==================== block 1
<file path="config.mk">
export PLATFORM = sky130hd
export DESIGN_NAME = serial_subtractor
export DESIGN_NICKNAME = d
export VERILOG_FILES = /design/src/rtl/arith_pkg.sv /design/src/rtl/half_subtractor.sv /design/src/rtl/serial_subtractor.sv
export SDC_FILE = /design/constraint.sdc
export NUM_CORES = 1
export LEC_CHECK = 0
export CAP_MARGIN = 25
export CELL_PAD_IN_SITES_DETAIL_PLACEMENT = 0
export CELL_PAD_IN_SITES_GLOBAL_PLACEMENT = 2
export CORE_MARGIN = 5
export CORE_UTILIZATION = 32
export CTS_BUF_LIST = sky130_fd_sc_hd__clkbuf_16
export DETAILED_ROUTE_END_ITERATION = 10
export PLACE_DENSITY_LB_ADDON = 0.12
export SLEW_MARGIN = 20
export SYNTH_ARGS = -nofsm -noshare
export SYNTH_HDL_FRONTEND = slang
export SYNTH_HIERARCHICAL = 1
export SYNTH_SLANG_ARGS = --single-unit
</file>
<file path="constraint.sdc">
create_clock -name clk -period 2.1 [get_ports clk]
set_input_delay 0.42 -clock clk [delete_from_list [all_inputs] [get_ports clk]]
set_output_delay 0.42 -clock clk [all_outputs]
set_load 0.02 [all_outputs]
</file>
<file path="src/rtl/arith_pkg.sv">
// Shared arithmetic-library package.
// Contents:
//   state_t   - sequencer states used by the bit-serial arithmetic blocks
//   cnt_width - width of a bit counter that must count 0..width with no wrap
package arith_pkg;

  typedef enum logic [1:0] {
    IDLE  = 2'd0,
    SHIFT = 2'd1,
    DONE  = 2'd2
  } state_t;

  function automatic int cnt_width(input int width);
    return $clog2(width + 1);
  endfunction

endpackage

</file>
<file path="src/rtl/half_subtractor.sv">
// Half subtractor cell: d = a - b (one bit), bo = borrow out.
// Ports:
//   a  - minuend bit
//   b  - subtrahend bit
//   d  - difference bit (a ^ b)
//   bo - borrow out (~a & b)
module half_subtractor (
  input  logic a,
  input  logic b,
  output logic d,
  output logic bo
);

  assign d  = a ^ b;
  assign bo = ~a & b;

endmodule

</file>
<file path="src/rtl/serial_subtractor.sv">
// Bit-serial subtractor: diff = a - b, LSB first, one bit per clock.
// A full-subtractor slice built from two half_subtractor cells and an OR gate
// is fed from two right-shifting operand registers; the borrow is kept in a flop.
//
// Optional feature: define SERIAL_SUB_OVF_EN to capture the signed overflow
// flag; otherwise ovf is tied to 0.
//
// Ports:
//   clk     - clock, rising edge
//   rst_n   - asynchronous active-low reset
//   start   - request a subtraction (accepted only in IDLE)
//   a, b    - minuend / subtrahend, sampled when start is accepted
//   busy    - high in SHIFT and DONE
//   done    - one-cycle pulse; results valid from this cycle
//   diff    - a - b modulo 2^WIDTH
//   borrow  - 1 iff a < b (unsigned)
//   ovf     - signed overflow (SERIAL_SUB_OVF_EN), else 0
//
// state | meaning
// ------+--------------------------------------------------
// IDLE  | waiting for start; results from the last op held
// SHIFT | one result bit per cycle, WIDTH cycles
// DONE  | done pulse for one cycle, then back to IDLE
module serial_subtractor
  import arith_pkg::*;
#(
  parameter int WIDTH = 8
) (
  input  logic             clk,
  input  logic             rst_n,
  input  logic             start,
  input  logic [WIDTH-1:0] a,
  input  logic [WIDTH-1:0] b,
  output logic             busy,
  output logic             done,
  output logic [WIDTH-1:0] diff,
  output logic             borrow,
  output logic             ovf
);

  localparam int CW = cnt_width(WIDTH);

  state_t           state_q, state_d;
  logic [WIDTH-1:0] a_sr, b_sr, res_sr;
  logic [CW-1:0]    cnt_q;
  logic             bin_q;
  logic             borrow_q;
  logic             last_bit;

  logic d0, bo0, d_bit, bo1, bout;

  half_subtractor u_hs0 (
    .a  (a_sr[0]),
    .b  (b_sr[0]),
    .d  (d0),
    .bo (bo0)
  );

  half_subtractor u_hs1 (
    .a  (d0),
    .b  (bin_q),
    .d  (d_bit),
    .bo (bo1)
  );

  assign bout     = bo0 | bo1;
  assign last_bit = (state_q == SHIFT) && (cnt_q == CW'(WIDTH - 1));

  always_ff @(posedge clk or negedge rst_n) begin
    if (!rst_n) begin
      state_q <= IDLE;
    end else begin
      state_q <= state_d;
    end
  end

  always_comb begin
    state_d = state_q;
    case (state_q)
      IDLE:    if (start) state_d = SHIFT;
      SHIFT:   if (last_bit) state_d = DONE;
      DONE:    state_d = IDLE;
      default: state_d = IDLE;
    endcase
  end

  always_ff @(posedge clk or negedge rst_n) begin
    if (!rst_n) begin
      a_sr     <= '0;
      b_sr     <= '0;
      res_sr   <= '0;
      cnt_q    <= '0;
      bin_q    <= 1'b0;
      borrow_q <= 1'b0;
    end else if (state_q == IDLE && start) begin
      a_sr  <= a;
      b_sr  <= b;
      cnt_q <= '0;
      bin_q <= 1'b0;
    end else if (state_q == SHIFT) begin
      a_sr   <= a_sr >> 1;
      b_sr   <= b_sr >> 1;
      res_sr <= {d_bit, res_sr[WIDTH-1:1]};
      bin_q  <= bout;
      cnt_q  <= cnt_q + CW'(1);
      if (last_bit) borrow_q <= bout;
    end
  end

`ifdef SERIAL_SUB_OVF_EN
  logic ovf_q;

  // On the last bit the operand LSBs are the original MSBs and d_bit is the
  // result MSB.
  always_ff @(posedge clk or negedge rst_n) begin
    if (!rst_n) begin
      ovf_q <= 1'b0;
    end else if (last_bit) begin
      ovf_q <= (a_sr[0] != b_sr[0]) && (d_bit != a_sr[0]);
    end
  end

  assign ovf = ovf_q;
`else
  assign ovf = 1'b0;
`endif

  assign busy   = (state_q != IDLE);
  assign done   = (state_q == DONE);
  assign diff   = res_sr;
  assign borrow = borrow_q;

endmodule

</file>
Figure 1. Cell sizes after repair (block 1).
The bar under the picture is 20 um long.
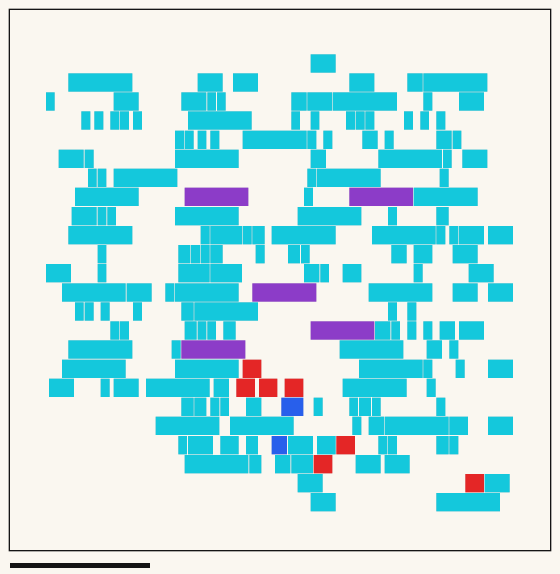
Key: blue = _2 cells [cells 2]; red = _3 and _4 cells [cells 7]; purple = _6 and larger [cells 5]; cyan = _0 and _1 cells [cells 178]
Final Cell Area: 0.00190 mm2
Repair and plain buffers: 36
area added between synthesis and finish: 32.6%

Figure 2. Routed metal per tile (block 1).
The bar under the picture is 20 um long. The die is cut into 15 by 15 equal tiles; dark purple is low, yellow is high, scaled to the fullest tile. Values are wire area over tile area, all layers added.
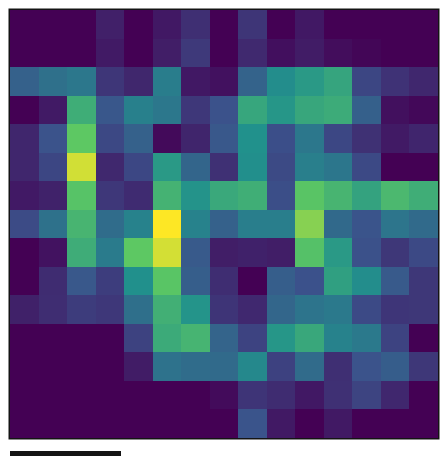
The mean over all tiles is 0.086. The fullest tile reaches 0.35. 24% of the tiles are nearly empty.
overall routed net length: 3180 um
DR WL/cell: 13.0 um
GRT Resource Usage Total: 11.8%
Vias: 1161

==> deck_impl_summary.md <==
Run Summary

Run status
  – Outcome: finished clean

Place
  – Port Buf Inserts: 29
  – Hpwl dp: 2130 um
  – Area after DPL: 0.00177 mm2

Global routing
  – Vias in the first global route: about 1200
  – Congestion Overflow GR: 0
  – First-pass GRT wire length: roughly 5600 um

Cells and area
  – Clock network area share: 6.97%
  – Share of layout cells above drive strength 1: 7.29%
  – Dominant class by area: registers
  – Comb gate area: between 500 and 600 um2
  – Most numerous logic cell after layout: nand2_1

Timing
  – Tcrit/Tclk final: 93.4%
  – Final-report max-slew violation count: 0
  – Setup-failing EPs final: 0

Floorplan
  – Init Core Util: 33.0%

Power and ir drop
  – Total power: 2.94 mW

Logic synthesis
  – Seq share, synth: a little under three fifths
  – Netlist Area Pre-Place: 0.00144 mm2
  – Synth area leaders: dfrtp_1 56%, nand2_1 15%, a31oi_1 4.8%
  – Yosys cell count: about 160
  – Dominant cell type by area after synthesis: dfrtp_1
  – Ys Warns: 6
  – Most common cell in the netlist: nand2_1
  – Top cell area share: 55.8%
  – Synth Flop Type: dfrtp_1

Min path
  – HP Class: register to register
  – Hold path start: diff[0]

Critical path
  – Crit Path Category: register to output port
  – Critical path cell sequence: or2_2, clkdlybuf4s50_1
  – Worst R2R End: b_sr[1]
  – WP depth: 2
  – R2R setup slack: 0.68 ns
  – Bufs and invs on worst path: 1
  – CP required: 1.68 ns

Clocking
  – CTS tree: built
  – # hold bufs at CTS: 0
  – Clock buffer count from CTS: 5
  – H-tree depth: 2
  – Setup repair bufs after CTS: 0

Flow run
  – Max_cap viols: 0
## where the power goes
| group | internal [mW] | total (mW) | leakage, nW | switching (mW) |
|---|---|---|---|---|
| Sequential | 0.906 | 1.09 | 0.398 | 0.179 |
| Clock | 0.422 | 0.650 | 0.0648 | 0.228 |
| Combinational | 0.524 | 1.21 | 0.442 | 0.682 |
## cell families after synthesis
| kind of cell | Yosys count | synth area share [%] |
|---|---|---|
| AND/OR/NAND/NOR | 88 | 25.6 |
| flip-flops | 32 | 55.8 |
| AND-OR/OR-AND | 18 | 7.76 |
| buffers and inverters | 16 | 6.54 |
| adder cells (fa/ha/maj) | 3 | 2.62 |
| multiplexers | 2 | 1.39 |
| other | 1 | 0.261 |
## sequential cells by signal, summed over array words and instances, names as in the netlist
signal	cells
bin_q	1
borrow	1
a_sr	8
b_sr	8
cnt_q	4
diff	8
state_q	2
## layer usage
layer	share of wire, %	GRT usage, %	vias to the layer above	routed length (um)
li1	-	-	581	-
met1	47	13.6	552	1500
met2	45	18.8	23	1440
met3	6.3	6.21	5	200
met4	1.4	3.61	0	43
met5	0	0	-	0

==================== block 2
Figure 3. The metal 4 layer (block 2).
The bar under the picture is 20 um long. Supply wires on this layer in grey.
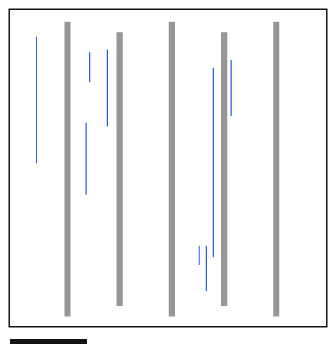
Figure 4. Routed metal per tile (block 2).
The bar under the picture is 20 um long. The die is cut into 16 by 16 equal tiles; dark purple is low, yellow is high, scaled to the fullest tile. Values are wire area over tile area, all layers added.
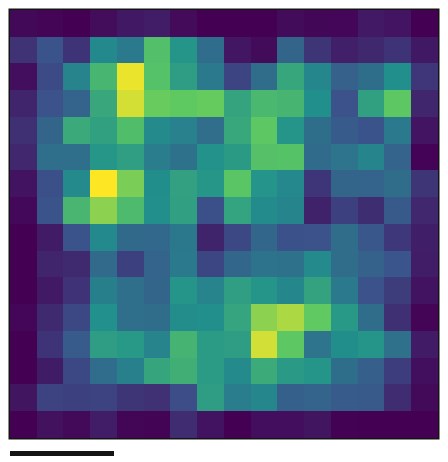
Figure 5. Clock wires, drivers and flops (block 2).
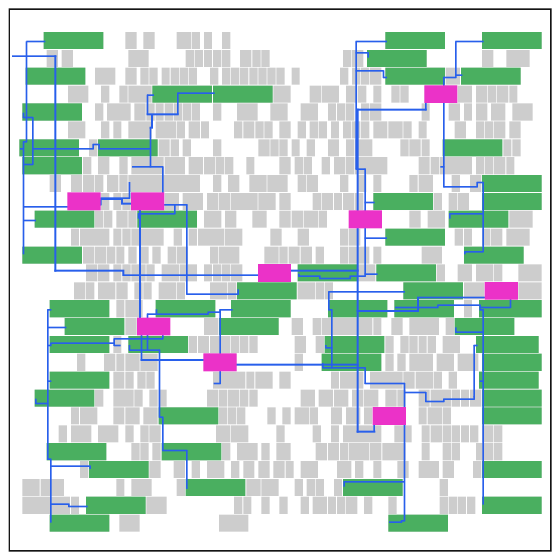
==> src/rtl/button_control.sv <==
// Front-panel pushbutton decoder: synchronises and debounces an active-low pin, then
// classifies each gesture as a short, double or long press with one-clock event pulses.
module button_control #(
    parameter int unsigned clock_speed = 12_500_000,
    parameter int unsigned debounce_ms = 20,
    parameter int unsigned double_ms   = 300,
    parameter int unsigned long_ms     = 1000
) (
    input  logic clock,
    input  logic reset,
    input  logic button_n,
    output logic pressed,
    output logic short_press,
    output logic double_press,
    output logic long_press,
    output logic hold
);

    localparam int unsigned ms_cycles       = clock_speed / 1000;
    localparam logic [23:0] debounce_cycles = 24'(ms_cycles * debounce_ms);
    localparam logic [23:0] double_cycles   = 24'(ms_cycles * double_ms);
    localparam logic [23:0] long_cycles     = 24'(ms_cycles * long_ms);
    localparam logic [23:0] debounce_last   = debounce_cycles - 24'd1;
    localparam logic [23:0] double_last     = double_cycles - 24'd1;
    localparam logic [23:0] long_last       = long_cycles - 24'd1;

    typedef enum logic [2:0] {
        StIdle,
        StDown1,
        StUp1,
        StDown2,
        StHeld
    } state_t;

    logic        sync_1, sync_2;
    logic [23:0] db_cnt_q, db_cnt_d;
    logic        toggle;
    logic [23:0] timer_q, timer_d;
    state_t      state_q, state_d;
    logic        short_d, double_d, long_d, hold_d;

    always_ff @(posedge clock or posedge reset) begin
        if (reset) begin
            sync_1 <= 1'b1;
            sync_2 <= 1'b1;
        end else begin
            sync_1 <= button_n;
            sync_2 <= sync_1;
        end
    end

    always_comb begin
        db_cnt_d = '0;
        toggle   = 1'b0;
        if (~sync_2 != pressed) begin
            if (db_cnt_q == debounce_last) begin
                toggle = 1'b1;
            end else begin
                db_cnt_d = db_cnt_q + 24'd1;
            end
        end
    end

    // The timer restarts on each debounced edge, so it already reads 1 on the first cycle of
    // the state that edge leads to; terminal counts then land exactly *_cycles after the edge.
    always_comb begin
        timer_d = timer_q;
        if (toggle) begin
            timer_d = '0;
        end else if (timer_q != '1) begin
            timer_d = timer_q + 24'd1;
        end
    end

    // A debounced edge arriving on the terminal-count cycle suppresses the timed event.
    always_comb begin
        state_d  = state_q;
        short_d  = 1'b0;
        double_d = 1'b0;
        long_d   = 1'b0;
        hold_d   = hold;
        unique case (state_q)
            StIdle: begin
                if (pressed) state_d = StDown1;
            end
            StDown1: begin
                if (!pressed) begin
                    state_d = StUp1;
                end else if (!toggle && timer_q >= long_last) begin
                    long_d  = 1'b1;
                    hold_d  = 1'b1;
                    state_d = StHeld;
                end
            end
            StUp1: begin
                if (pressed) begin
                    state_d = StDown2;
                end else if (!toggle && timer_q >= double_last) begin
                    short_d = 1'b1;
                    state_d = StIdle;
                end
            end
            StDown2: begin
                if (!pressed) begin
                    double_d = 1'b1;
                    state_d  = StIdle;
                end else if (!toggle && timer_q >= long_last) begin
                    long_d  = 1'b1;
                    hold_d  = 1'b1;
                    state_d = StHeld;
                end
            end
            StHeld: begin
                if (!pressed) begin
                    hold_d  = 1'b0;
                    state_d = StIdle;
                end
            end
            default: state_d = StIdle;
        endcase
    end

    always_ff @(posedge clock or posedge reset) begin
        if (reset) begin
            db_cnt_q     <= '0;
            pressed      <= 1'b0;
            timer_q      <= '0;
            state_q      <= StIdle;
            short_press  <= 1'b0;
            double_press <= 1'b0;
            long_press   <= 1'b0;
            hold         <= 1'b0;
        end else begin
            db_cnt_q     <= db_cnt_d;
            pressed      <= pressed ^ toggle;
            timer_q      <= timer_d;
            state_q      <= state_d;
            short_press  <= short_d;
            double_press <= double_d;
            long_press   <= long_d;
            hold         <= hold_d;
        end
    end

endmodule

==> config.mk <==
export PLATFORM = sky130hd
export DESIGN_NAME = button_control
export DESIGN_NICKNAME = d
export VERILOG_FILES = /design/src/rtl/button_control.sv
export SDC_FILE = /design/constraint.sdc
export NUM_CORES = 1
export LEC_CHECK = 0
export ABC_AREA = 1
export CAP_MARGIN = 30
export CORE_UTILIZATION = 55
export DETAILED_ROUTE_END_ITERATION = 6
export PLACE_DENSITY = 0.75
export SLEW_MARGIN = 20
export SYNTH_ARGS = -nofsm -noshare
export SYNTH_HDL_FRONTEND = slang
export SYNTH_SLANG_ARGS = --single-unit
==> constraint.sdc <==
create_clock -name clock -period 1.8 [get_ports clock]
set_clock_uncertainty 0.05 [all_clocks]
set_input_delay 0.36 -clock clock [delete_from_list [all_inputs] [get_ports clock]]
set_output_delay 0.36 -clock clock [all_outputs]
set_load 0.01 [all_outputs]
==> deck_impl_summary.md <==
Run Summary

Run status
  – Outcome: finished clean

Logic synthesis
  – Dominant cell type by area after synthesis: dfrtp_1
  – Netlist Area Pre-Place: 0.00353 mm2
  – Most common cell in the netlist: nand2_1
  – Synth Flop Type: dfrtp_1

Floorplan
  – Chip area: a little under 0.007 mm2

Critical path
  – Critical path origin: db_cnt_q[11]
  – WP data arrival: around 1.9 ns
  – CP required: 1.96 ns
  – CP endpoint: timer_q[16]
  – Critical path peak fanout: 15
  – Worst-case reg-to-reg path depth: 7
  – Slowest stage delay, CP: 0.45 ns

Cells and area
  – Top Layout Cells: 102 x nand2_1, 79 x nor2_1, 58 x inv_1
  – Reg area: ~0.0015 mm2

Timing
  – Setup-failing EPs final: 0

Routing
  – Residual DRC: 0
## Picture notes: Figure 3
The layer carries 158 um of wire. The layer holds 1.7% of the routed length.

## Picture notes: Figure 4
The emptiest ninth of the die: lower left. The fullest tile reaches 0.69. The mean over all tiles is 0.23. 9.4% of the tiles are nearly empty. 25% of the tiles are over half the peak.

## Picture notes: Figure 5
Key: magenta = clock drivers [count 9]; green = flip-flops [count 58]; blue = clock wires [length 815 um]
There are 10 routed clock nets.

==> power breakdown <==
part | internal (mW) | leakage, nW | total, mW | switching, mW
clock | 0.830 | 0.116 | 1.34 | 0.513
combinational | 0.0213 | 1.00 | 0.0702 | 0.0489
sequential | 1.31 | 0.787 | 1.32 | 0.00542
total | 2.16 | 1.90 | 2.73 | 0.567
==> registers in the layout (all words and copies together), names as in the netlist <==
name          count
long_press        1
sync_2            1
state_q           3
double_press      1
hold              1
timer_q          24
pressed           1
sync_1            1
db_cnt_q         24
short_press       1
==> repair_timing <==
item	CTS	global route
pin swaps	0	1
gates cloned	0	0
buffers inserted	0	1
gates resized	1	14
setup endpoints to repair	1	22
==> cell families after synthesis <==
family | after synthesis
simple gates | 296
fa+ha+maj | 2
buf+inv | 81
compound gates | 36
flops | 58
xor+xnor | 22
==> per-layer routing <==
metal / wire [um] / up-vias / share of wire (%) / track usage (%)
met5: 0 / - / 0 / 0
li1: - / 1650 / - / -
met1: 4330 / 1603 / 47 / 44.9
met3: 813 / 21 / 8.7 / 6.48
met2: 4000 / 172 / 43 / 43.1
met4: 157 / 0 / 1.7 / 8.25

==================== block 3
### config.mk
export PLATFORM = sky130hd
export DESIGN_NAME = vga_frame_monitor
export DESIGN_NICKNAME = d
export VERILOG_FILES = /design/src/rtl/vga_pkg.sv /design/src/rtl/vga_bbox_tracker.sv /design/src/rtl/vga_frame_monitor.sv
export SDC_FILE = /design/constraint.sdc
export NUM_CORES = 1
export LEC_CHECK = 0
export ABC_AREA = 0
export CAP_MARGIN = 10
export CORE_ASPECT_RATIO = 0.5
export CORE_UTILIZATION = 30
export DETAILED_ROUTE_END_ITERATION = 8
export GPL_TIMING_DRIVEN = 0
export PLACE_DENSITY = 0.57
export SLEW_MARGIN = 40
export SYNTH_ARGS = -nofsm -noshare
export SYNTH_HDL_FRONTEND = slang
export SYNTH_SLANG_ARGS = --single-unit
export TNS_END_PERCENT = 5
### constraint.sdc
create_clock -name clk -period 12 [get_ports clk]
set_clock_uncertainty 0.1 [all_clocks]
set_input_delay 3.6 -clock clk [delete_from_list [all_inputs] [get_ports clk]]
set_output_delay 3.6 -clock clk [all_outputs]
set_load 0.01 [all_outputs]
### src/rtl/vga_pkg.sv
// vga_pkg: shared VGA timing defaults, colour constants and monitor FSM encoding.
// Latency: n/a, constants and a pure helper function only.
// Backpressure: n/a.
package vga_pkg;

   // 640x480 @ 60 Hz timing defaults
   localparam int DFLT_H_ACTIVE = 640;
   localparam int DFLT_H_FP     = 16;
   localparam int DFLT_H_SYNC   = 96;
   localparam int DFLT_H_BP     = 48;
   localparam int DFLT_V_ACTIVE = 480;
   localparam int DFLT_V_FP     = 10;
   localparam int DFLT_V_SYNC   = 2;
   localparam int DFLT_V_BP     = 33;

   localparam int H_TOTAL = DFLT_H_ACTIVE + DFLT_H_FP + DFLT_H_SYNC + DFLT_H_BP;
   localparam int V_TOTAL = DFLT_V_ACTIVE + DFLT_V_FP + DFLT_V_SYNC + DFLT_V_BP;

   // Both syncs are active low on the Pong output
   localparam logic        DFLT_SYNC_ACT   = 1'b0;
   localparam logic [11:0] DFLT_BALL_RGB   = 12'hFFF;
   localparam logic [11:0] DFLT_PADDLE_RGB = 12'h0F0;

   typedef enum logic [1:0] {
      ST_UNLOCKED = 2'd0,
      ST_MEASURE  = 2'd1,
      ST_LOCKED   = 2'd2
   } mon_state_e;

   // Inclusive box extent from min/max coordinates
   function automatic logic [9:0] box_size(input logic [9:0] lo, input logic [9:0] hi);
      return hi - lo + 10'd1;
   endfunction

endpackage

### src/rtl/vga_bbox_tracker.sv
// vga_bbox_tracker: running min/max bounding box of the pixels flagged by hit within one frame.
// Latency: box registers reflect a hit one clk later; clear and hit in the same clk start a new box.
// Backpressure: none, a hit is accepted every clock.
module vga_bbox_tracker (
   input  logic       clk,
   input  logic       rst_n,
   input  logic       clear,
   input  logic       hit,
   input  logic [9:0] x,
   input  logic [9:0] y,
   output logic       found,
   output logic [9:0] min_x,
   output logic [9:0] max_x,
   output logic [9:0] min_y,
   output logic [9:0] max_y
);

   logic       found_q, found_d;
   logic [9:0] min_x_q, min_x_d;
   logic [9:0] max_x_q, max_x_d;
   logic [9:0] min_y_q, min_y_d;
   logic [9:0] max_y_q, max_y_d;
   logic       base_found;

   // Grow the box with each hit; the first hit after a clear seeds all four edges
   always_comb begin
      base_found = clear ? 1'b0 : found_q;
      found_d    = base_found;
      min_x_d    = min_x_q;
      max_x_d    = max_x_q;
      min_y_d    = min_y_q;
      max_y_d    = max_y_q;
      if (hit) begin
         found_d = 1'b1;
         if (!base_found) begin
            min_x_d = x;
            max_x_d = x;
            min_y_d = y;
            max_y_d = y;
         end else begin
            if (x < min_x_q) min_x_d = x;
            if (x > max_x_q) max_x_d = x;
            if (y < min_y_q) min_y_d = y;
            if (y > max_y_q) max_y_d = y;
         end
      end
   end

   // Box state registers
   always_ff @(posedge clk or negedge rst_n) begin
      if (!rst_n) begin
         found_q <= 1'b0;
         min_x_q <= '0;
         max_x_q <= '0;
         min_y_q <= '0;
         max_y_q <= '0;
      end else begin
         found_q <= found_d;
         min_x_q <= min_x_d;
         max_x_q <= max_x_d;
         min_y_q <= min_y_d;
         max_y_q <= max_y_d;
      end
   end

   assign found = found_q;
   assign min_x = min_x_q;
   assign max_x = max_x_q;
   assign min_y = min_y_q;
   assign max_y = max_y_q;

endmodule

### src/rtl/vga_frame_monitor.sv
// vga_frame_monitor: checks VGA sync timing, tracks ball/paddle boxes by colour, reports per frame.
// Latency: inputs registered on pix_en; report registers and frame_valid update 1 clk after the sampled vsync edge.
// Backpressure: none, pix_en strobes are consumed unconditionally; pix_en low freezes all state.
module vga_frame_monitor
   import vga_pkg::*;
#(
   parameter int          H_ACTIVE   = DFLT_H_ACTIVE,
   parameter int          H_FP       = DFLT_H_FP,
   parameter int          H_SYNC     = DFLT_H_SYNC,
   parameter int          H_BP       = DFLT_H_BP,
   parameter int          V_ACTIVE   = DFLT_V_ACTIVE,
   parameter int          V_FP       = DFLT_V_FP,
   parameter int          V_SYNC     = DFLT_V_SYNC,
   parameter int          V_BP       = DFLT_V_BP,
   parameter logic        SYNC_ACT   = DFLT_SYNC_ACT,
   parameter logic [11:0] BALL_RGB   = DFLT_BALL_RGB,
   parameter logic [11:0] PADDLE_RGB = DFLT_PADDLE_RGB
) (
   input  logic        clk,
   input  logic        reset_in,
   input  logic        pix_en,
   input  logic        h_sync,
   input  logic        v_sync,
   input  logic [11:0] rgb,
   output logic        locked,
   output logic        frame_valid,
   output logic        ball_found,
   output logic [9:0]  ball_x,
   output logic [9:0]  ball_y,
   output logic [9:0]  ball_w,
   output logic [9:0]  ball_h,
   output logic        paddle_found,
   output logic [9:0]  paddle_x,
   output logic [9:0]  paddle_y,
   output logic        timing_err,
   output logic        blank_err,
   output logic [15:0] frame_count
);

   localparam logic [9:0] H_TOT   = 10'(H_ACTIVE + H_FP + H_SYNC + H_BP);
   localparam logic [9:0] V_TOT   = 10'(V_ACTIVE + V_FP + V_SYNC + V_BP);
   // h_cnt is 0 on the hsync edge pixel; lines is 1 on the first line of a frame
   localparam logic [9:0] H_START = 10'(H_SYNC + H_BP);
   localparam logic [9:0] H_END   = 10'(H_SYNC + H_BP + H_ACTIVE);
   localparam logic [9:0] V_START = 10'(V_SYNC + V_BP + 1);
   localparam logic [9:0] V_END   = 10'(V_SYNC + V_BP + 1 + V_ACTIVE);

   // Input sample stage
   logic        pix_vld_q, pix_vld_d;
   logic        hs_q, hs_d, hs_prev_q, hs_prev_d;
   logic        vs_q, vs_d, vs_prev_q, vs_prev_d;
   logic [11:0] rgb_q, rgb_d;

   // Monitor state
   logic [9:0]  h_cnt_q, h_cnt_d;
   logic [9:0]  lines_q, lines_d;
   logic        h_seen_q, h_seen_d;
   logic        frame_bad_q, frame_bad_d;
   mon_state_e  state_q, state_d;
   logic        locked_q, locked_d;
   logic        timing_err_q, timing_err_d;
   logic        blank_err_q, blank_err_d;
   logic        frame_valid_q, frame_valid_d;
   logic        ball_found_q, ball_found_d;
   logic [9:0]  ball_x_q, ball_x_d, ball_y_q, ball_y_d;
   logic [9:0]  ball_w_q, ball_w_d, ball_h_q, ball_h_d;
   logic        paddle_found_q, paddle_found_d;
   logic [9:0]  paddle_x_q, paddle_x_d, paddle_y_q, paddle_y_d;
   logic [15:0] frame_count_q, frame_count_d;

   // Per-pixel decode
   logic        h_edge, v_edge, line_err, frame_err, bad_frame, report_en;
   logic        in_active, ball_match, paddle_match, ball_hit, paddle_hit;
   logic [9:0]  pix_x, pix_y;

   // Tracker outputs
   logic        b_found, p_found;
   logic [9:0]  b_min_x, b_max_x, b_min_y, b_max_y;
   logic [9:0]  p_min_x, p_max_x, p_min_y, p_max_y;

   // Capture syncs and colour on each pixel strobe, keeping the previous sync sample for edge detection
   always_comb begin
      pix_vld_d = pix_en;
      hs_d      = hs_q;
      vs_d      = vs_q;
      hs_prev_d = hs_prev_q;
      vs_prev_d = vs_prev_q;
      rgb_d     = rgb_q;
      if (pix_en) begin
         hs_prev_d = hs_q;
         vs_prev_d = vs_q;
         hs_d      = h_sync;
         vs_d      = v_sync;
         rgb_d     = rgb;
      end
   end

   // Sync edges, pixel/line counters, line and frame length checks, active-area decode
   always_comb begin
      h_edge   = pix_vld_q && (hs_q == SYNC_ACT) && (hs_prev_q != SYNC_ACT);
      v_edge   = pix_vld_q && (vs_q == SYNC_ACT) && (vs_prev_q != SYNC_ACT);
      h_cnt_d  = h_cnt_q;
      lines_d  = lines_q;
      h_seen_d = h_seen_q;
      if (pix_vld_q) begin
         h_cnt_d = h_edge ? 10'd0 : h_cnt_q + 10'd1;
      end
      if (h_edge) begin
         lines_d  = lines_q + 10'd1;
         h_seen_d = 1'b1;
      end
      // A coincident hsync edge is the first line of the new frame
      if (v_edge) begin
         lines_d = h_edge ? 10'd1 : 10'd0;
      end
      // The closing line is checked against the old frame before the frame length check
      line_err  = h_edge && h_seen_q && ((h_cnt_q + 10'd1) != H_TOT);
      frame_err = v_edge && (lines_q != V_TOT);
      in_active = pix_vld_q && (h_cnt_d >= H_START) && (h_cnt_d < H_END)
                  && (lines_d >= V_START) && (lines_d < V_END);
      pix_x        = h_cnt_d - H_START;
      pix_y        = lines_d - V_START;
      ball_match   = (rgb_q == BALL_RGB);
      paddle_match = (rgb_q == PADDLE_RGB) && !ball_match;
      ball_hit     = in_active && (state_q == ST_LOCKED) && ball_match;
      paddle_hit   = in_active && (state_q == ST_LOCKED) && paddle_match;
   end

   vga_bbox_tracker u_ball_box (
      .clk   (clk),
      .rst_n (reset_in),
      .clear (v_edge),
      .hit   (ball_hit),
      .x     (pix_x),
      .y     (pix_y),
      .found (b_found),
      .min_x (b_min_x),
      .max_x (b_max_x),
      .min_y (b_min_y),
      .max_y (b_max_y)
   );

   vga_bbox_tracker u_paddle_box (
      .clk   (clk),
      .rst_n (reset_in),
      .clear (v_edge),
      .hit   (paddle_hit),
      .x     (pix_x),
      .y     (pix_y),
      .found (p_found),
      .min_x (p_min_x),
      .max_x (p_max_x),
      .min_y (p_min_y),
      .max_y (p_max_y)
   );

   // Lock FSM, sticky error flags and the per-frame report; a bad frame is never reported
   always_comb begin
      state_d        = state_q;
      frame_bad_d    = frame_bad_q || line_err;
      timing_err_d   = timing_err_q;
      blank_err_d    = blank_err_q;
      frame_valid_d  = 1'b0;
      report_en      = 1'b0;
      ball_found_d   = ball_found_q;
      ball_x_d       = ball_x_q;
      ball_y_d       = ball_y_q;
      ball_w_d       = ball_w_q;
      ball_h_d       = ball_h_q;
      paddle_found_d = paddle_found_q;
      paddle_x_d     = paddle_x_q;
      paddle_y_d     = paddle_y_q;
      frame_count_d  = frame_count_q;
      bad_frame      = frame_bad_q || line_err || frame_err;

      if ((state_q != ST_UNLOCKED) && (line_err || frame_err)) timing_err_d = 1'b1;
      if (pix_vld_q && !in_active && (state_q == ST_LOCKED) && (rgb_q != 12'd0)) blank_err_d = 1'b1;

      if (v_edge) begin
         frame_bad_d = 1'b0;
         case (state_q)
            ST_UNLOCKED: state_d = ST_MEASURE;
            ST_MEASURE:  state_d = bad_frame ? ST_MEASURE : ST_LOCKED;
            ST_LOCKED: begin
               if (bad_frame) state_d = ST_MEASURE;
               else           report_en = 1'b1;
            end
            default:     state_d = ST_UNLOCKED;
         endcase
      end

      if (report_en) begin
         frame_valid_d  = 1'b1;
         frame_count_d  = frame_count_q + 16'd1;
         ball_found_d   = b_found;
         paddle_found_d = p_found;
         // Coordinates hold their last value when the colour was absent
         if (b_found) begin
            ball_x_d = b_min_x;
            ball_y_d = b_min_y;
            ball_w_d = box_size(b_min_x, b_max_x);
            ball_h_d = box_size(b_min_y, b_max_y);
         end
         if (p_found) begin
            paddle_x_d = p_min_x;
            paddle_y_d = p_min_y;
         end
      end
      locked_d = (state_d == ST_LOCKED);
   end

   // Input sample registers
   always_ff @(posedge clk or negedge reset_in) begin
      if (!reset_in) begin
         pix_vld_q <= 1'b0;
         hs_q      <= SYNC_ACT;
         vs_q      <= SYNC_ACT;
         hs_prev_q <= SYNC_ACT;
         vs_prev_q <= SYNC_ACT;
         rgb_q     <= '0;
      end else begin
         pix_vld_q <= pix_vld_d;
         hs_q      <= hs_d;
         vs_q      <= vs_d;
         hs_prev_q <= hs_prev_d;
         vs_prev_q <= vs_prev_d;
         rgb_q     <= rgb_d;
      end
   end

   // Monitor state, FSM and report registers
   always_ff @(posedge clk or negedge reset_in) begin
      if (!reset_in) begin
         h_cnt_q        <= '0;
         lines_q        <= '0;
         h_seen_q       <= 1'b0;
         frame_bad_q    <= 1'b0;
         state_q        <= ST_UNLOCKED;
         locked_q       <= 1'b0;
         timing_err_q   <= 1'b0;
         blank_err_q    <= 1'b0;
         frame_valid_q  <= 1'b0;
         ball_found_q   <= 1'b0;
         ball_x_q       <= '0;
         ball_y_q       <= '0;
         ball_w_q       <= '0;
         ball_h_q       <= '0;
         paddle_found_q <= 1'b0;
         paddle_x_q     <= '0;
         paddle_y_q     <= '0;
         frame_count_q  <= '0;
      end else begin
         h_cnt_q        <= h_cnt_d;
         lines_q        <= lines_d;
         h_seen_q       <= h_seen_d;
         frame_bad_q    <= frame_bad_d;
         state_q        <= state_d;
         locked_q       <= locked_d;
         timing_err_q   <= timing_err_d;
         blank_err_q    <= blank_err_d;
         frame_valid_q  <= frame_valid_d;
         ball_found_q   <= ball_found_d;
         ball_x_q       <= ball_x_d;
         ball_y_q       <= ball_y_d;
         ball_w_q       <= ball_w_d;
         ball_h_q       <= ball_h_d;
         paddle_found_q <= paddle_found_d;
         paddle_x_q     <= paddle_x_d;
         paddle_y_q     <= paddle_y_d;
         frame_count_q  <= frame_count_d;
      end
   end

   assign locked       = locked_q;
   assign frame_valid  = frame_valid_q;
   assign ball_found   = ball_found_q;
   assign ball_x       = ball_x_q;
   assign ball_y       = ball_y_q;
   assign ball_w       = ball_w_q;
   assign ball_h       = ball_h_q;
   assign paddle_found = paddle_found_q;
   assign paddle_x     = paddle_x_q;
   assign paddle_y     = paddle_y_q;
   assign timing_err   = timing_err_q;
   assign blank_err    = blank_err_q;
   assign frame_count  = frame_count_q;

endmodule

Figure 6. The metal 4 layer (block 3).
The bar under the picture is 100 um long. Supply wires on this layer in grey.
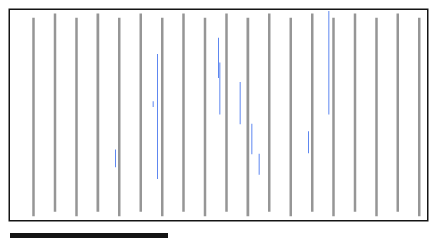
The longest straight run is 78.9 um. The wires run mostly vertical.

Figure 7. Routed metal per tile (block 3).
The bar under the picture is 100 um long. The die is cut into 26 by 13 equal tiles; dark purple is low, yellow is high, scaled to the fullest tile. Values are wire area over tile area, all layers added.
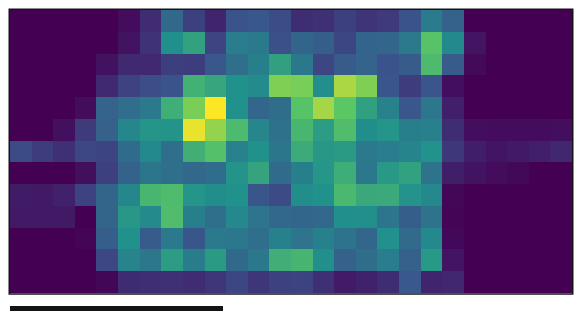
17% of the tiles are over half the peak. The fullest tile reaches 0.40. The mean over all tiles is 0.10.
Vias: 7278
GRT Resource Usage Total: 14.1%
DR WL/cell: 15.6 um
overall routed net length: 23500 um

==> deck_impl_summary.md <==
Run Summary

Critical path
  – CP endpoint: frame_count[3]
  – Worst Setup Start Kind: register
  – Worst-case reg-to-reg path depth: 17

Routing
  – DR WL met2: 11200 um
  – Residual DRC: 0
  – WL met1: 11400 um
  – Drt first-iter violations: roughly 430

Clocking
  – Clk ins delay skew pair: approximately 0.44 ns
  – CTS clock-pin slew for the worst setup and hold paths: 0.07 ns

Cells and area
  – Post-Layout Cell Count: 1506
  – Final net count: 1170

Timing
  – Fmax: 0.195 GHz
  – Slew headroom: approximately 47%

Run status
  – Outcome: finished clean

Logic synthesis
  – Post-synthesis chip area from yosys: approximately 0.01 mm2
  – Registers, synthesis: 185
  – Synth cell count leaders: 185 x dfrtp_1, 98 x ha_1, 85 x inv_1, 77 x nand2_1, 69 x mux2_2

Place
  – Hpwl dp: 17800 um
  – Port Buf Inserts: 98

Global routing
  – Vias in the first global route: 7563

Floorplan
  – Chip area: around 0.035 mm2
  – Core area: 0.0334 mm2

Min path
  – Worst hold path endpoint: frame_count[15]
Figure 8. Cell sizes after repair (block 3).
The bar under the picture is 100 um long.
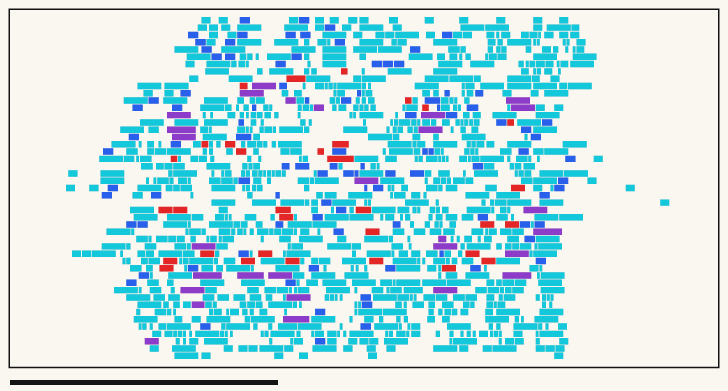
Key: red = _3 and _4 cells [cells 32]; purple = _6 and larger [cells 28]; blue = _2 cells [cells 98]; cyan = _0 and _1 cells [cells 907]

registers in the layout, summed over array words and instances (netlist names), 2 cells and up:
name / count
u_ball_box.max_y: 10
frame_count: 16
lines_q: 10
ball_y: 10
u_ball_box.min_y: 10
state_q: 2
ball_w: 10
u_paddle_box.min_x: 10
paddle_y: 10
h_cnt_q: 10
u_ball_box.min_x: 10
ball_h: 10
ball_x: 10
paddle_x: 10
u_ball_box.max_x: 10
rgb_q: 12
u_paddle_box.min_y: 10
kinds of logic after synthesis:
kind of cell / synth area share (%)
AOI/OAI and AO/OA: 11.5
xor gates and xnor gates: 3.91
adders and majority gates: 12.3
buffers and inverters: 4.36
DFF: 44.9
muxes: 11.8
and+or+nand+nor: 11.2
metal layers:
metal / global-route usage (%) / vias to the layer above
li1: - / 3550
met1: 19.0 / 3611
met2: 23.1 / 93
met3: 2.85 / 24
met4: 3.94 / 0
met5: 0 / -
layout make-up:
type,count,share of cell area [%]
flip-flops and latches,185,37.0
repair buffers,100,8.31
plain buffers,23,0.979
clock buffers,20,3.57
clock inverters,11,1.36
inverters,87,2.61
well taps,441,4.41
multi-input cells,639,41.8

==================== block 4
Figure 9. Clock wires, drivers and flops (block 4).
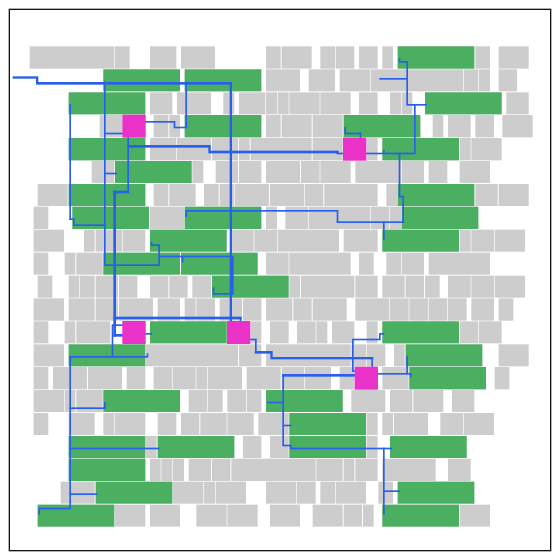
Figure 10. Routed metal per tile (block 4).
The bar under the picture is 20 um long. The die is cut into 13 by 13 equal tiles; dark purple is low, yellow is high, scaled to the fullest tile. Values are wire area over tile area, all layers added.
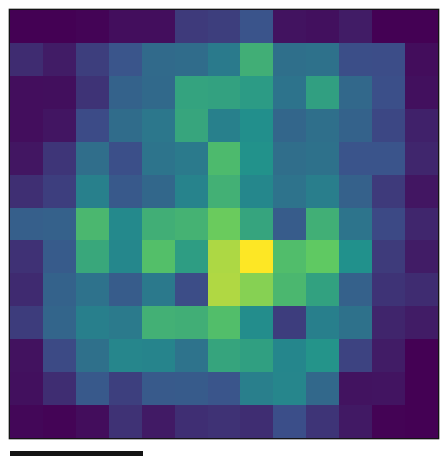
<file path="config.mk">
export PLATFORM = sky130hd
export DESIGN_NAME = axis_upsizer
export DESIGN_NICKNAME = d
export VERILOG_FILES = /design/src/rtl/axis_upsizer.sv
export SDC_FILE = /design/constraint.sdc
export NUM_CORES = 1
export LEC_CHECK = 0
export ABC_AREA = 1
export CORE_MARGIN = 2
export CORE_UTILIZATION = 44
export DETAILED_ROUTE_END_ITERATION = 10
export MAX_ROUTING_LAYER = met4
export PLACE_DENSITY = 0.83
export SETUP_SLACK_MARGIN = 0.1
export SLEW_MARGIN = 20
export SYNTH_ARGS = -nofsm -noshare
export SYNTH_HDL_FRONTEND = slang
export SYNTH_SLANG_ARGS = --single-unit
</file>
<file path="constraint.sdc">
create_clock -name clk -period 1.3 [get_ports clk]
set_input_delay 0.195 -clock clk [delete_from_list [all_inputs] [get_ports clk]]
set_output_delay 0.195 -clock clk [all_outputs]
set_load 0.005 [all_outputs]
</file>
<file path="src/rtl/axis_upsizer.sv">
// AXI-Stream width upsizer: packs RATIO narrow beats into one wide word, first beat in the LSBs.
// A tlast flushes a partial word early; unfilled lanes read zero and m_tfill counts the valid lanes.
module axis_upsizer #(
    parameter int IN_WIDTH  = 16,
    parameter int RATIO     = 2,
    parameter int OUT_WIDTH = IN_WIDTH * RATIO,
    parameter int CNT_BITS  = (RATIO > 1) ? $clog2(RATIO) : 1
) (
    input  logic                 clk,
    input  logic                 rst_n,
    input  logic [IN_WIDTH-1:0]  s_tdata,
    input  logic                 s_tvalid,
    input  logic                 s_tlast,
    output logic                 s_tready,
    output logic [OUT_WIDTH-1:0] m_tdata,
    output logic                 m_tvalid,
    output logic                 m_tlast,
    output logic [CNT_BITS:0]    m_tfill,
    input  logic                 m_tready
);

    typedef enum logic {
        FILL = 1'b0,
        HOLD = 1'b1
    } state_t;

    state_t              state_reg, state_next;
    logic [CNT_BITS-1:0] idx_reg, idx_next;
    logic                last_reg, last_next;
    logic [CNT_BITS:0]   fill_reg, fill_next;
    logic                accept;
    logic                close;

    // A held word may leave in the same cycle a new lane 0 arrives, so ready passes m_tready through.
    assign s_tready = (state_reg == FILL) || m_tready;
    assign accept   = s_tvalid && s_tready;
    assign close    = (idx_reg == CNT_BITS'(RATIO - 1)) || s_tlast;

    always_ff @(posedge clk or negedge rst_n) begin
        if (!rst_n) begin
            state_reg <= FILL;
            idx_reg   <= '0;
            last_reg  <= 1'b0;
            fill_reg  <= '0;
        end else begin
            state_reg <= state_next;
            idx_reg   <= idx_next;
            last_reg  <= last_next;
            fill_reg  <= fill_next;
        end
    end

    always_comb begin
        state_next = state_reg;
        idx_next   = idx_reg;
        last_next  = last_reg;
        fill_next  = fill_reg;
        if (accept) begin
            if (close) begin
                state_next = HOLD;
                last_next  = s_tlast;
                fill_next  = (CNT_BITS + 1)'(idx_reg) + (CNT_BITS + 1)'(1);
                idx_next   = '0;
            end else begin
                state_next = FILL;
                last_next  = 1'b0;
                fill_next  = '0;
                idx_next   = idx_reg + CNT_BITS'(1);
            end
        end else if ((state_reg == HOLD) && m_tready) begin
            state_next = FILL;
            last_next  = 1'b0;
            fill_next  = '0;
        end
    end

    // Writing lane 0 wipes the upper lanes so a flushed partial word is zero-padded.
    for (genvar gi = 0; gi < RATIO; gi++) begin : g_lane
        logic [IN_WIDTH-1:0] lane_reg;

        always_ff @(posedge clk or negedge rst_n) begin
            if (!rst_n) begin
                lane_reg <= '0;
            end else if (accept) begin
                if (idx_reg == CNT_BITS'(gi)) begin
                    lane_reg <= s_tdata;
                end else if (idx_reg == '0) begin
                    lane_reg <= '0;
                end
            end
        end

        assign m_tdata[gi*IN_WIDTH +: IN_WIDTH] = lane_reg;
    end

    assign m_tvalid = (state_reg == HOLD);
    assign m_tlast  = last_reg;
    assign m_tfill  = fill_reg;

endmodule

</file>
==> deck_impl_summary.md <==
Run Summary

Run status
  – Outcome: finished, violations left
  – Violations in the final reports: negative setup slack

Logic synthesis
  – Asr flop ratio synth: 100%
  – Seq share, synth: 58.2%

Cells and area
  – Clock network area share: 3.60%
  – ANT cells: 0

Critical path
  – Bufs and invs on worst path: 4
  – Critical path's slowest cell: dfrtp_1
  – CP Capture Type: register
  – Crit path max-delay family: buffers and inverters

Place
  – Port Buf Inserts: 57

Timing
  – Setup-failing EPs final: 25
  – Final worst slack: -0.0641 ns

Global routing
  – Pin count of the biggest net entering global routing: 22

Clocking
  – CTS clock-pin slew for the worst setup and hold paths: around 0.11 ns
About Figure 9:
Key: magenta = clock drivers [count 5]; blue = clock wires [length 419 um]; green = flip-flops [count 37]
Position of the flops: all over the die. There are 6 routed clock nets.

About Figure 10:
20% of the tiles are over half the peak. The densest ninth of the die: centre. 6.5% of the tiles are nearly empty. The emptiest ninth of the die: upper left. The fullest tile reaches 0.73. The mean over all tiles is 0.23.
DR WL/cell: 18.4 um
overall routed net length: 5790 um
Vias: 1670

## repair_timing
item | in CTS | in global routing
hold endpoints to repair | 16 | 0
pin swaps | 5 | 9
cloned | 5 | 1
hold buffers | 1 | 0
setup endpoints to repair | 61 | 61
gates resized | 116 | 73
buffers inserted | 17 | 17
## per-stage QoR
step / TNS, ns / std cells / hold slack (ns) / worst slack [ns]
after floorplan: 0 / 165 / -0.101 / 0.259
after global placement: -5.38 / 268 / 0.144 / -0.231
after detailed placement: -6.46 / 268 / 0.147 / -0.239
after CTS: -0.458 / 299 / 0.298 / -0.0639
after global routing: -1.22 / 315 / 0.304 / -0.0946
final: -0.627 / 315 / 0.300 / -0.0641
## cells by family (layout without fill, tap and decap cells)
logic type | Yosys count | after routing | share of synthesized area [%]
AND-OR/OR-AND | 19 | 19 | 5.98
AND/OR/NAND/NOR | 95 | 96 | 27.2
buffers and inverters | 14 | 117 | 8.58
flip-flops | 37 | 37 | 58.2
## report_power, final
group	internal, mW	switching, mW
logic	0.774	0.687
registers	1.37	0.159
clock network	0.595	0.392
## per-layer routing
metal	routed length, um	vias up
met5	0	-
met4	153	0
met3	362	13
met2	2990	83
met1	2280	812
li1	-	762

==================== block 5
Figure 11. Clock wires, drivers and flops (block 5).
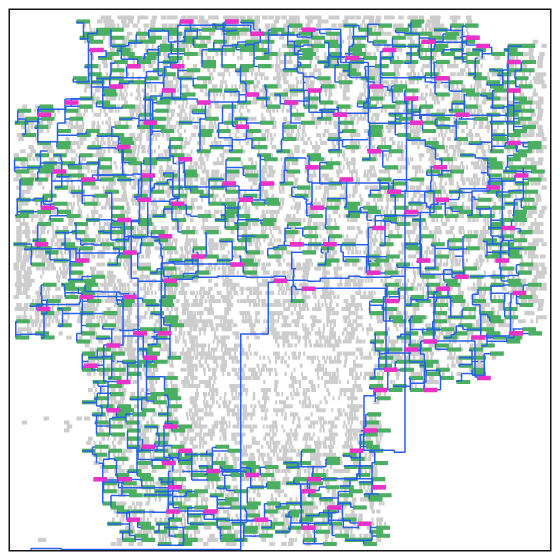
Figure 12. Cell outlines without signal wires (block 5).
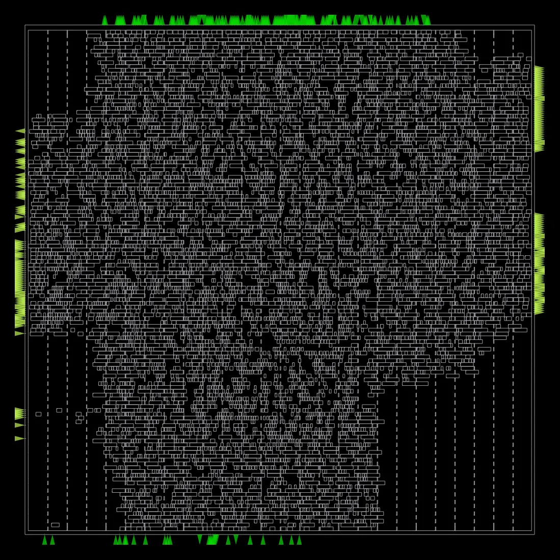
$ cat config.mk
export PLATFORM = sky130hd
export DESIGN_NAME = pwm_fade_sched
export DESIGN_NICKNAME = d
export VERILOG_FILES = /design/src/rtl/pwm_fade_sched.sv
export SDC_FILE = /design/constraint.sdc
export NUM_CORES = 2
export LEC_CHECK = 0
export ABC_AREA = 1
export CAP_MARGIN = 20
export CORE_MARGIN = 2
export CORE_UTILIZATION = 40
export CTS_CLUSTER_DIAMETER = 50
export CTS_CLUSTER_SIZE = 30
export DETAILED_ROUTE_END_ITERATION = 16
export PLACE_DENSITY_LB_ADDON = 0.25
export SYNTH_ARGS = -nofsm -noshare
export SYNTH_HDL_FRONTEND = slang
export SYNTH_SLANG_ARGS = --single-unit
$ cat constraint.sdc
create_clock -name CLK -period 29.1 [get_ports CLK]
set_input_delay 5.82 -clock CLK [delete_from_list [all_inputs] [get_ports CLK]]
set_output_delay 5.82 -clock CLK [all_outputs]
set_load 0.02 [all_outputs]
$ cat src/rtl/pwm_fade_sched.sv
// Shared duty-cycle ramp scheduler for an NCH-channel PWM bank.
// One time-shared engine walks all channels per fade tick; DUTY applies only at each channel's period end.
module pwm_fade_sched #(
    parameter int NCH    = 8,
    parameter int W      = 28,
    parameter int CW     = 3,
    parameter int TICK_W = 24
) (
    input  logic              CLK,
    input  logic              RST_N,
    input  logic              CFG_WE,
    input  logic [CW-1:0]     CFG_CH,
    input  logic [W-1:0]      CFG_TARGET,
    input  logic [W-1:0]      CFG_STEP,
    input  logic [TICK_W-1:0] TICK_DIV,
    input  logic [NCH-1:0]    PER_END,
    output logic [NCH*W-1:0]  DUTY,
    output logic [NCH-1:0]    ACTIVE,
    output logic [NCH-1:0]    DONE,
    output logic              OVERRUN
);

    typedef enum logic [0:0] {IDLE, SCAN} state_t;

    state_t            state, state_nxt;
    logic [CW-1:0]     ch, ch_nxt;
    logic              tick_pend, pend_nxt;
    logic [TICK_W-1:0] tick_cnt;
    logic              tick;

    logic [W-1:0]      shadow [NCH];
    logic [W-1:0]      target [NCH];
    logic [W-1:0]      step   [NCH];
    logic [W-1:0]      shadow_nxt [NCH];
    logic [NCH-1:0]    active_nxt, done_nxt;
    logic              overrun_nxt;

    logic              visit;
    logic [W-1:0]      cur, tgt, stp, diff, move, eng_res;

    assign tick = (tick_cnt == TICK_DIV);

    always_ff @(posedge CLK or negedge RST_N) begin
        if (!RST_N)    tick_cnt <= '0;
        else if (tick) tick_cnt <= '0;
        else           tick_cnt <= tick_cnt + 1'b1;
    end

    // Clamped step toward target; never crosses or wraps.
    always_comb begin
        cur   = shadow[ch];
        tgt   = target[ch];
        stp   = step[ch];
        visit = (state == SCAN) && ACTIVE[ch];
        if (cur < tgt) diff = tgt - cur;
        else           diff = cur - tgt;
        move    = (stp < diff) ? stp : diff;
        eng_res = (cur < tgt) ? cur + move : cur - move;
    end

    always_comb begin
        shadow_nxt = shadow;
        active_nxt = ACTIVE;
        done_nxt   = '0;
        if (visit) begin
            shadow_nxt[ch] = eng_res;
            if (eng_res == tgt) begin
                active_nxt[ch] = 1'b0;
                done_nxt[ch]   = 1'b1;
            end
        end
        // A config write overrides any engine result for the same channel.
        if (CFG_WE) begin
            if ((CFG_STEP == '0) || (CFG_TARGET == shadow[CFG_CH])) begin
                shadow_nxt[CFG_CH] = CFG_TARGET;
                active_nxt[CFG_CH] = 1'b0;
                done_nxt[CFG_CH]   = 1'b1;
            end else begin
                shadow_nxt[CFG_CH] = shadow[CFG_CH];
                active_nxt[CFG_CH] = 1'b1;
                done_nxt[CFG_CH]   = 1'b0;
            end
        end
    end

    always_comb begin
        state_nxt   = state;
        ch_nxt      = ch;
        pend_nxt    = tick_pend;
        overrun_nxt = 1'b0;
        case (state)
            IDLE: begin
                if ((tick || tick_pend) && (|ACTIVE)) begin
                    state_nxt = SCAN;
                    ch_nxt    = '0;
                    pend_nxt  = 1'b0;
                end
            end
            SCAN: begin
                ch_nxt = ch + 1'b1;
                if (tick) begin
                    if (tick_pend) overrun_nxt = 1'b1;
                    else           pend_nxt    = 1'b1;
                end
                // A pending tick restarts directly from the last slot so scans run back to back.
                if (ch == CW'(NCH - 1)) begin
                    if ((tick || tick_pend) && (|active_nxt)) begin
                        state_nxt = SCAN;
                        ch_nxt    = '0;
                        pend_nxt  = 1'b0;
                    end else begin
                        state_nxt = IDLE;
                    end
                end
            end
            default: state_nxt = IDLE;
        endcase
    end

    always_ff @(posedge CLK or negedge RST_N) begin
        if (!RST_N) begin
            state     <= IDLE;
            ch        <= '0;
            tick_pend <= 1'b0;
            OVERRUN   <= 1'b0;
        end else begin
            state     <= state_nxt;
            ch        <= ch_nxt;
            tick_pend <= pend_nxt;
            OVERRUN   <= overrun_nxt;
        end
    end

    always_ff @(posedge CLK or negedge RST_N) begin
        if (!RST_N) begin
            for (int unsigned i = 0; i < NCH; i++) begin
                shadow[i] <= '0;
                target[i] <= '0;
                step[i]   <= '0;
            end
            ACTIVE <= '0;
            DONE   <= '0;
            DUTY   <= '0;
        end else begin
            shadow <= shadow_nxt;
            ACTIVE <= active_nxt;
            DONE   <= done_nxt;
            if (CFG_WE) begin
                target[CFG_CH] <= CFG_TARGET;
                step[CFG_CH]   <= CFG_STEP;
            end
            for (int unsigned c = 0; c < NCH; c++) begin
                if (PER_END[c]) DUTY[c*W +: W] <= shadow[c];
            end
        end
    end

endmodule
==> deck_impl_summary.md <==
Run Summary

Logic synthesis
  – Most common cell in the netlist: nand2_1
  – Floorplan Nets: between 6000 and 7000
  – Registers, synthesis: 942
  – Synth Area in Adders: 2.86%
  – Post-synthesis chip area from yosys: 0.0515 mm2
  – And+or+nand+nor area frac: 18.2%
  – Ys Warns: 0
  – EDFF count, synth: 0

Critical path
  – Worst R2R End: tick_pend
  – WP data arrival: 13.47 ns
  – Crit Path Category: register to register

Clocking
  – Clk ins delay skew pair: 0.81 ns
  – Clock buffer count from CTS: ~110
  – CTS clock-pin slew for the worst setup and hold paths: 0.07 ns

Routing
  – DRT antenna net count: 0
  – DR top layer: met5
  – Met3 WL: 36500 um
  – Pre-Repair DR Iteration Count: 10
  – DR WL/cell: about 28 um
  – WL met1: 90800 um

Run status
  – Outcome: finished clean

Min path
  – HP Class: register to register

Floorplan
  – Core area: 0.128 mm2
  – Site row count: 131
  – Init Core Util: about two fifths
  – Top Ports: approximately 340

Timing
  – Final-report max-slew violation count: 0
  – Setup-failing EPs final: 0
  – Fin Setup TNS: 0 ns
  – Worst-Margin Slew: 1.27 ns

Cells and area
  – Top Layout Cells: 1167 x nand2_1, 942 x dfrtp_1, 836 x o21ai_0

Power and ir drop
  – P_clk: around 1.6 mW
  – Part of the power in registers: 28.4%

Global routing
  – Initial antenna violation count: 35
  – First-pass GRT wire length: between 300000 and 400000 um
  – GRT Resource Usage Total: 35.9%

Place
  – Port Buf Inserts: 334

Flow run
  – Count of tool warnings: 59
## Picture notes: Figure 11
Key: magenta = clock drivers [count 112]; green = flip-flops [count 942]; blue = clock wires [length 12800 um]
Position of the flops: all over the die.

## Picture notes: Figure 12
Post-Layout Cell Count: 8517
Fill cells: 12600
final design utilization: 47.2%
Seq Cell Count: 942
Seq area share: 39.1%

-- area by class of cell --
class | instances | area (um2)
fillers | 12600 | 67400
multi-input cells | 4467 | 23400
inverters | 796 | 3000
clock buffers | 123 | 2950
diodes | 8 | 20.0
repair buffers | 429 | 4070
clock inverters | 90 | 1190
well taps | 1662 | 2080
flip-flops and latches | 942 | 23600
-- per-stage QoR --
step | worst slack, ns | power [mW] | hold WS (ns) | instances
2_1_floorplan | 20.02 | 3.46 | 0.449 | 6604
3_3_place_gp | 16.97 | 4.72 | 0.465 | 8295
3_5_place_dp | 16.82 | 4.75 | 0.473 | 8295
4_1_cts | 16.74 | 6.30 | 0.487 | 8508
5_1_grt | 15.51 | 6.71 | 0.505 | 8510
6_report | 16.32 | 6.46 | 0.484 | 8517
-- worst max-delay path, delay by kind of cell (launching register included) --
kind | cells | cell delay, ns
AOI/OAI and AO/OA | 11 | 2.80
buffers and inverters | 5 | 2.14
DFF | 1 | 0.72
xor gates and xnor gates | 1 | 0.18
and+or+nand+nor | 34 | 5.39
adders and majority gates | 4 | 1.28


## Gallery

Where the registers sit.
Other sequential cells in the stronger grey, the rest of the logic in the fainter grey.
(a)
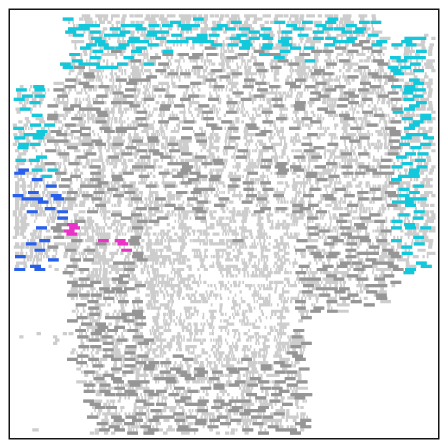
(b)
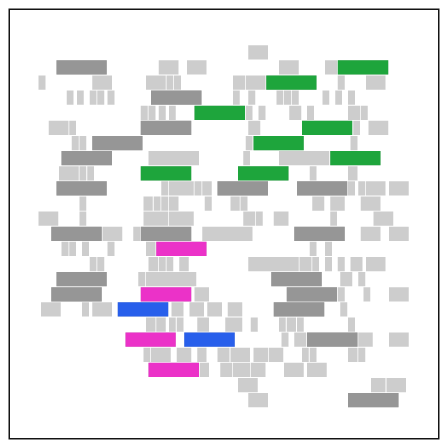
(c)
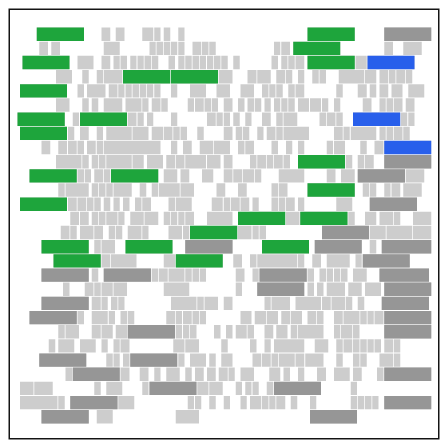
(d)
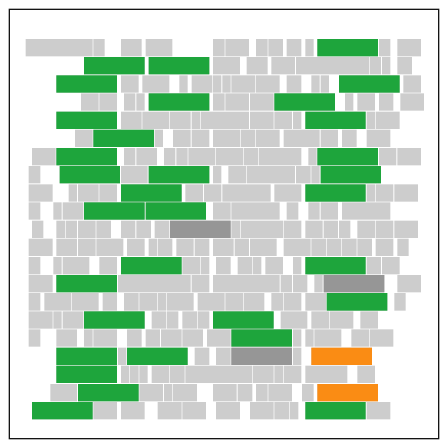
(d) is block 4.
(c) is block 2.
(b) is block 1.
(a) is block 5.
The one with the most sequential cells is (a).
The one with the fewest cells is (b).

No activity file was given, so power comes from the tool's default toggle rates.
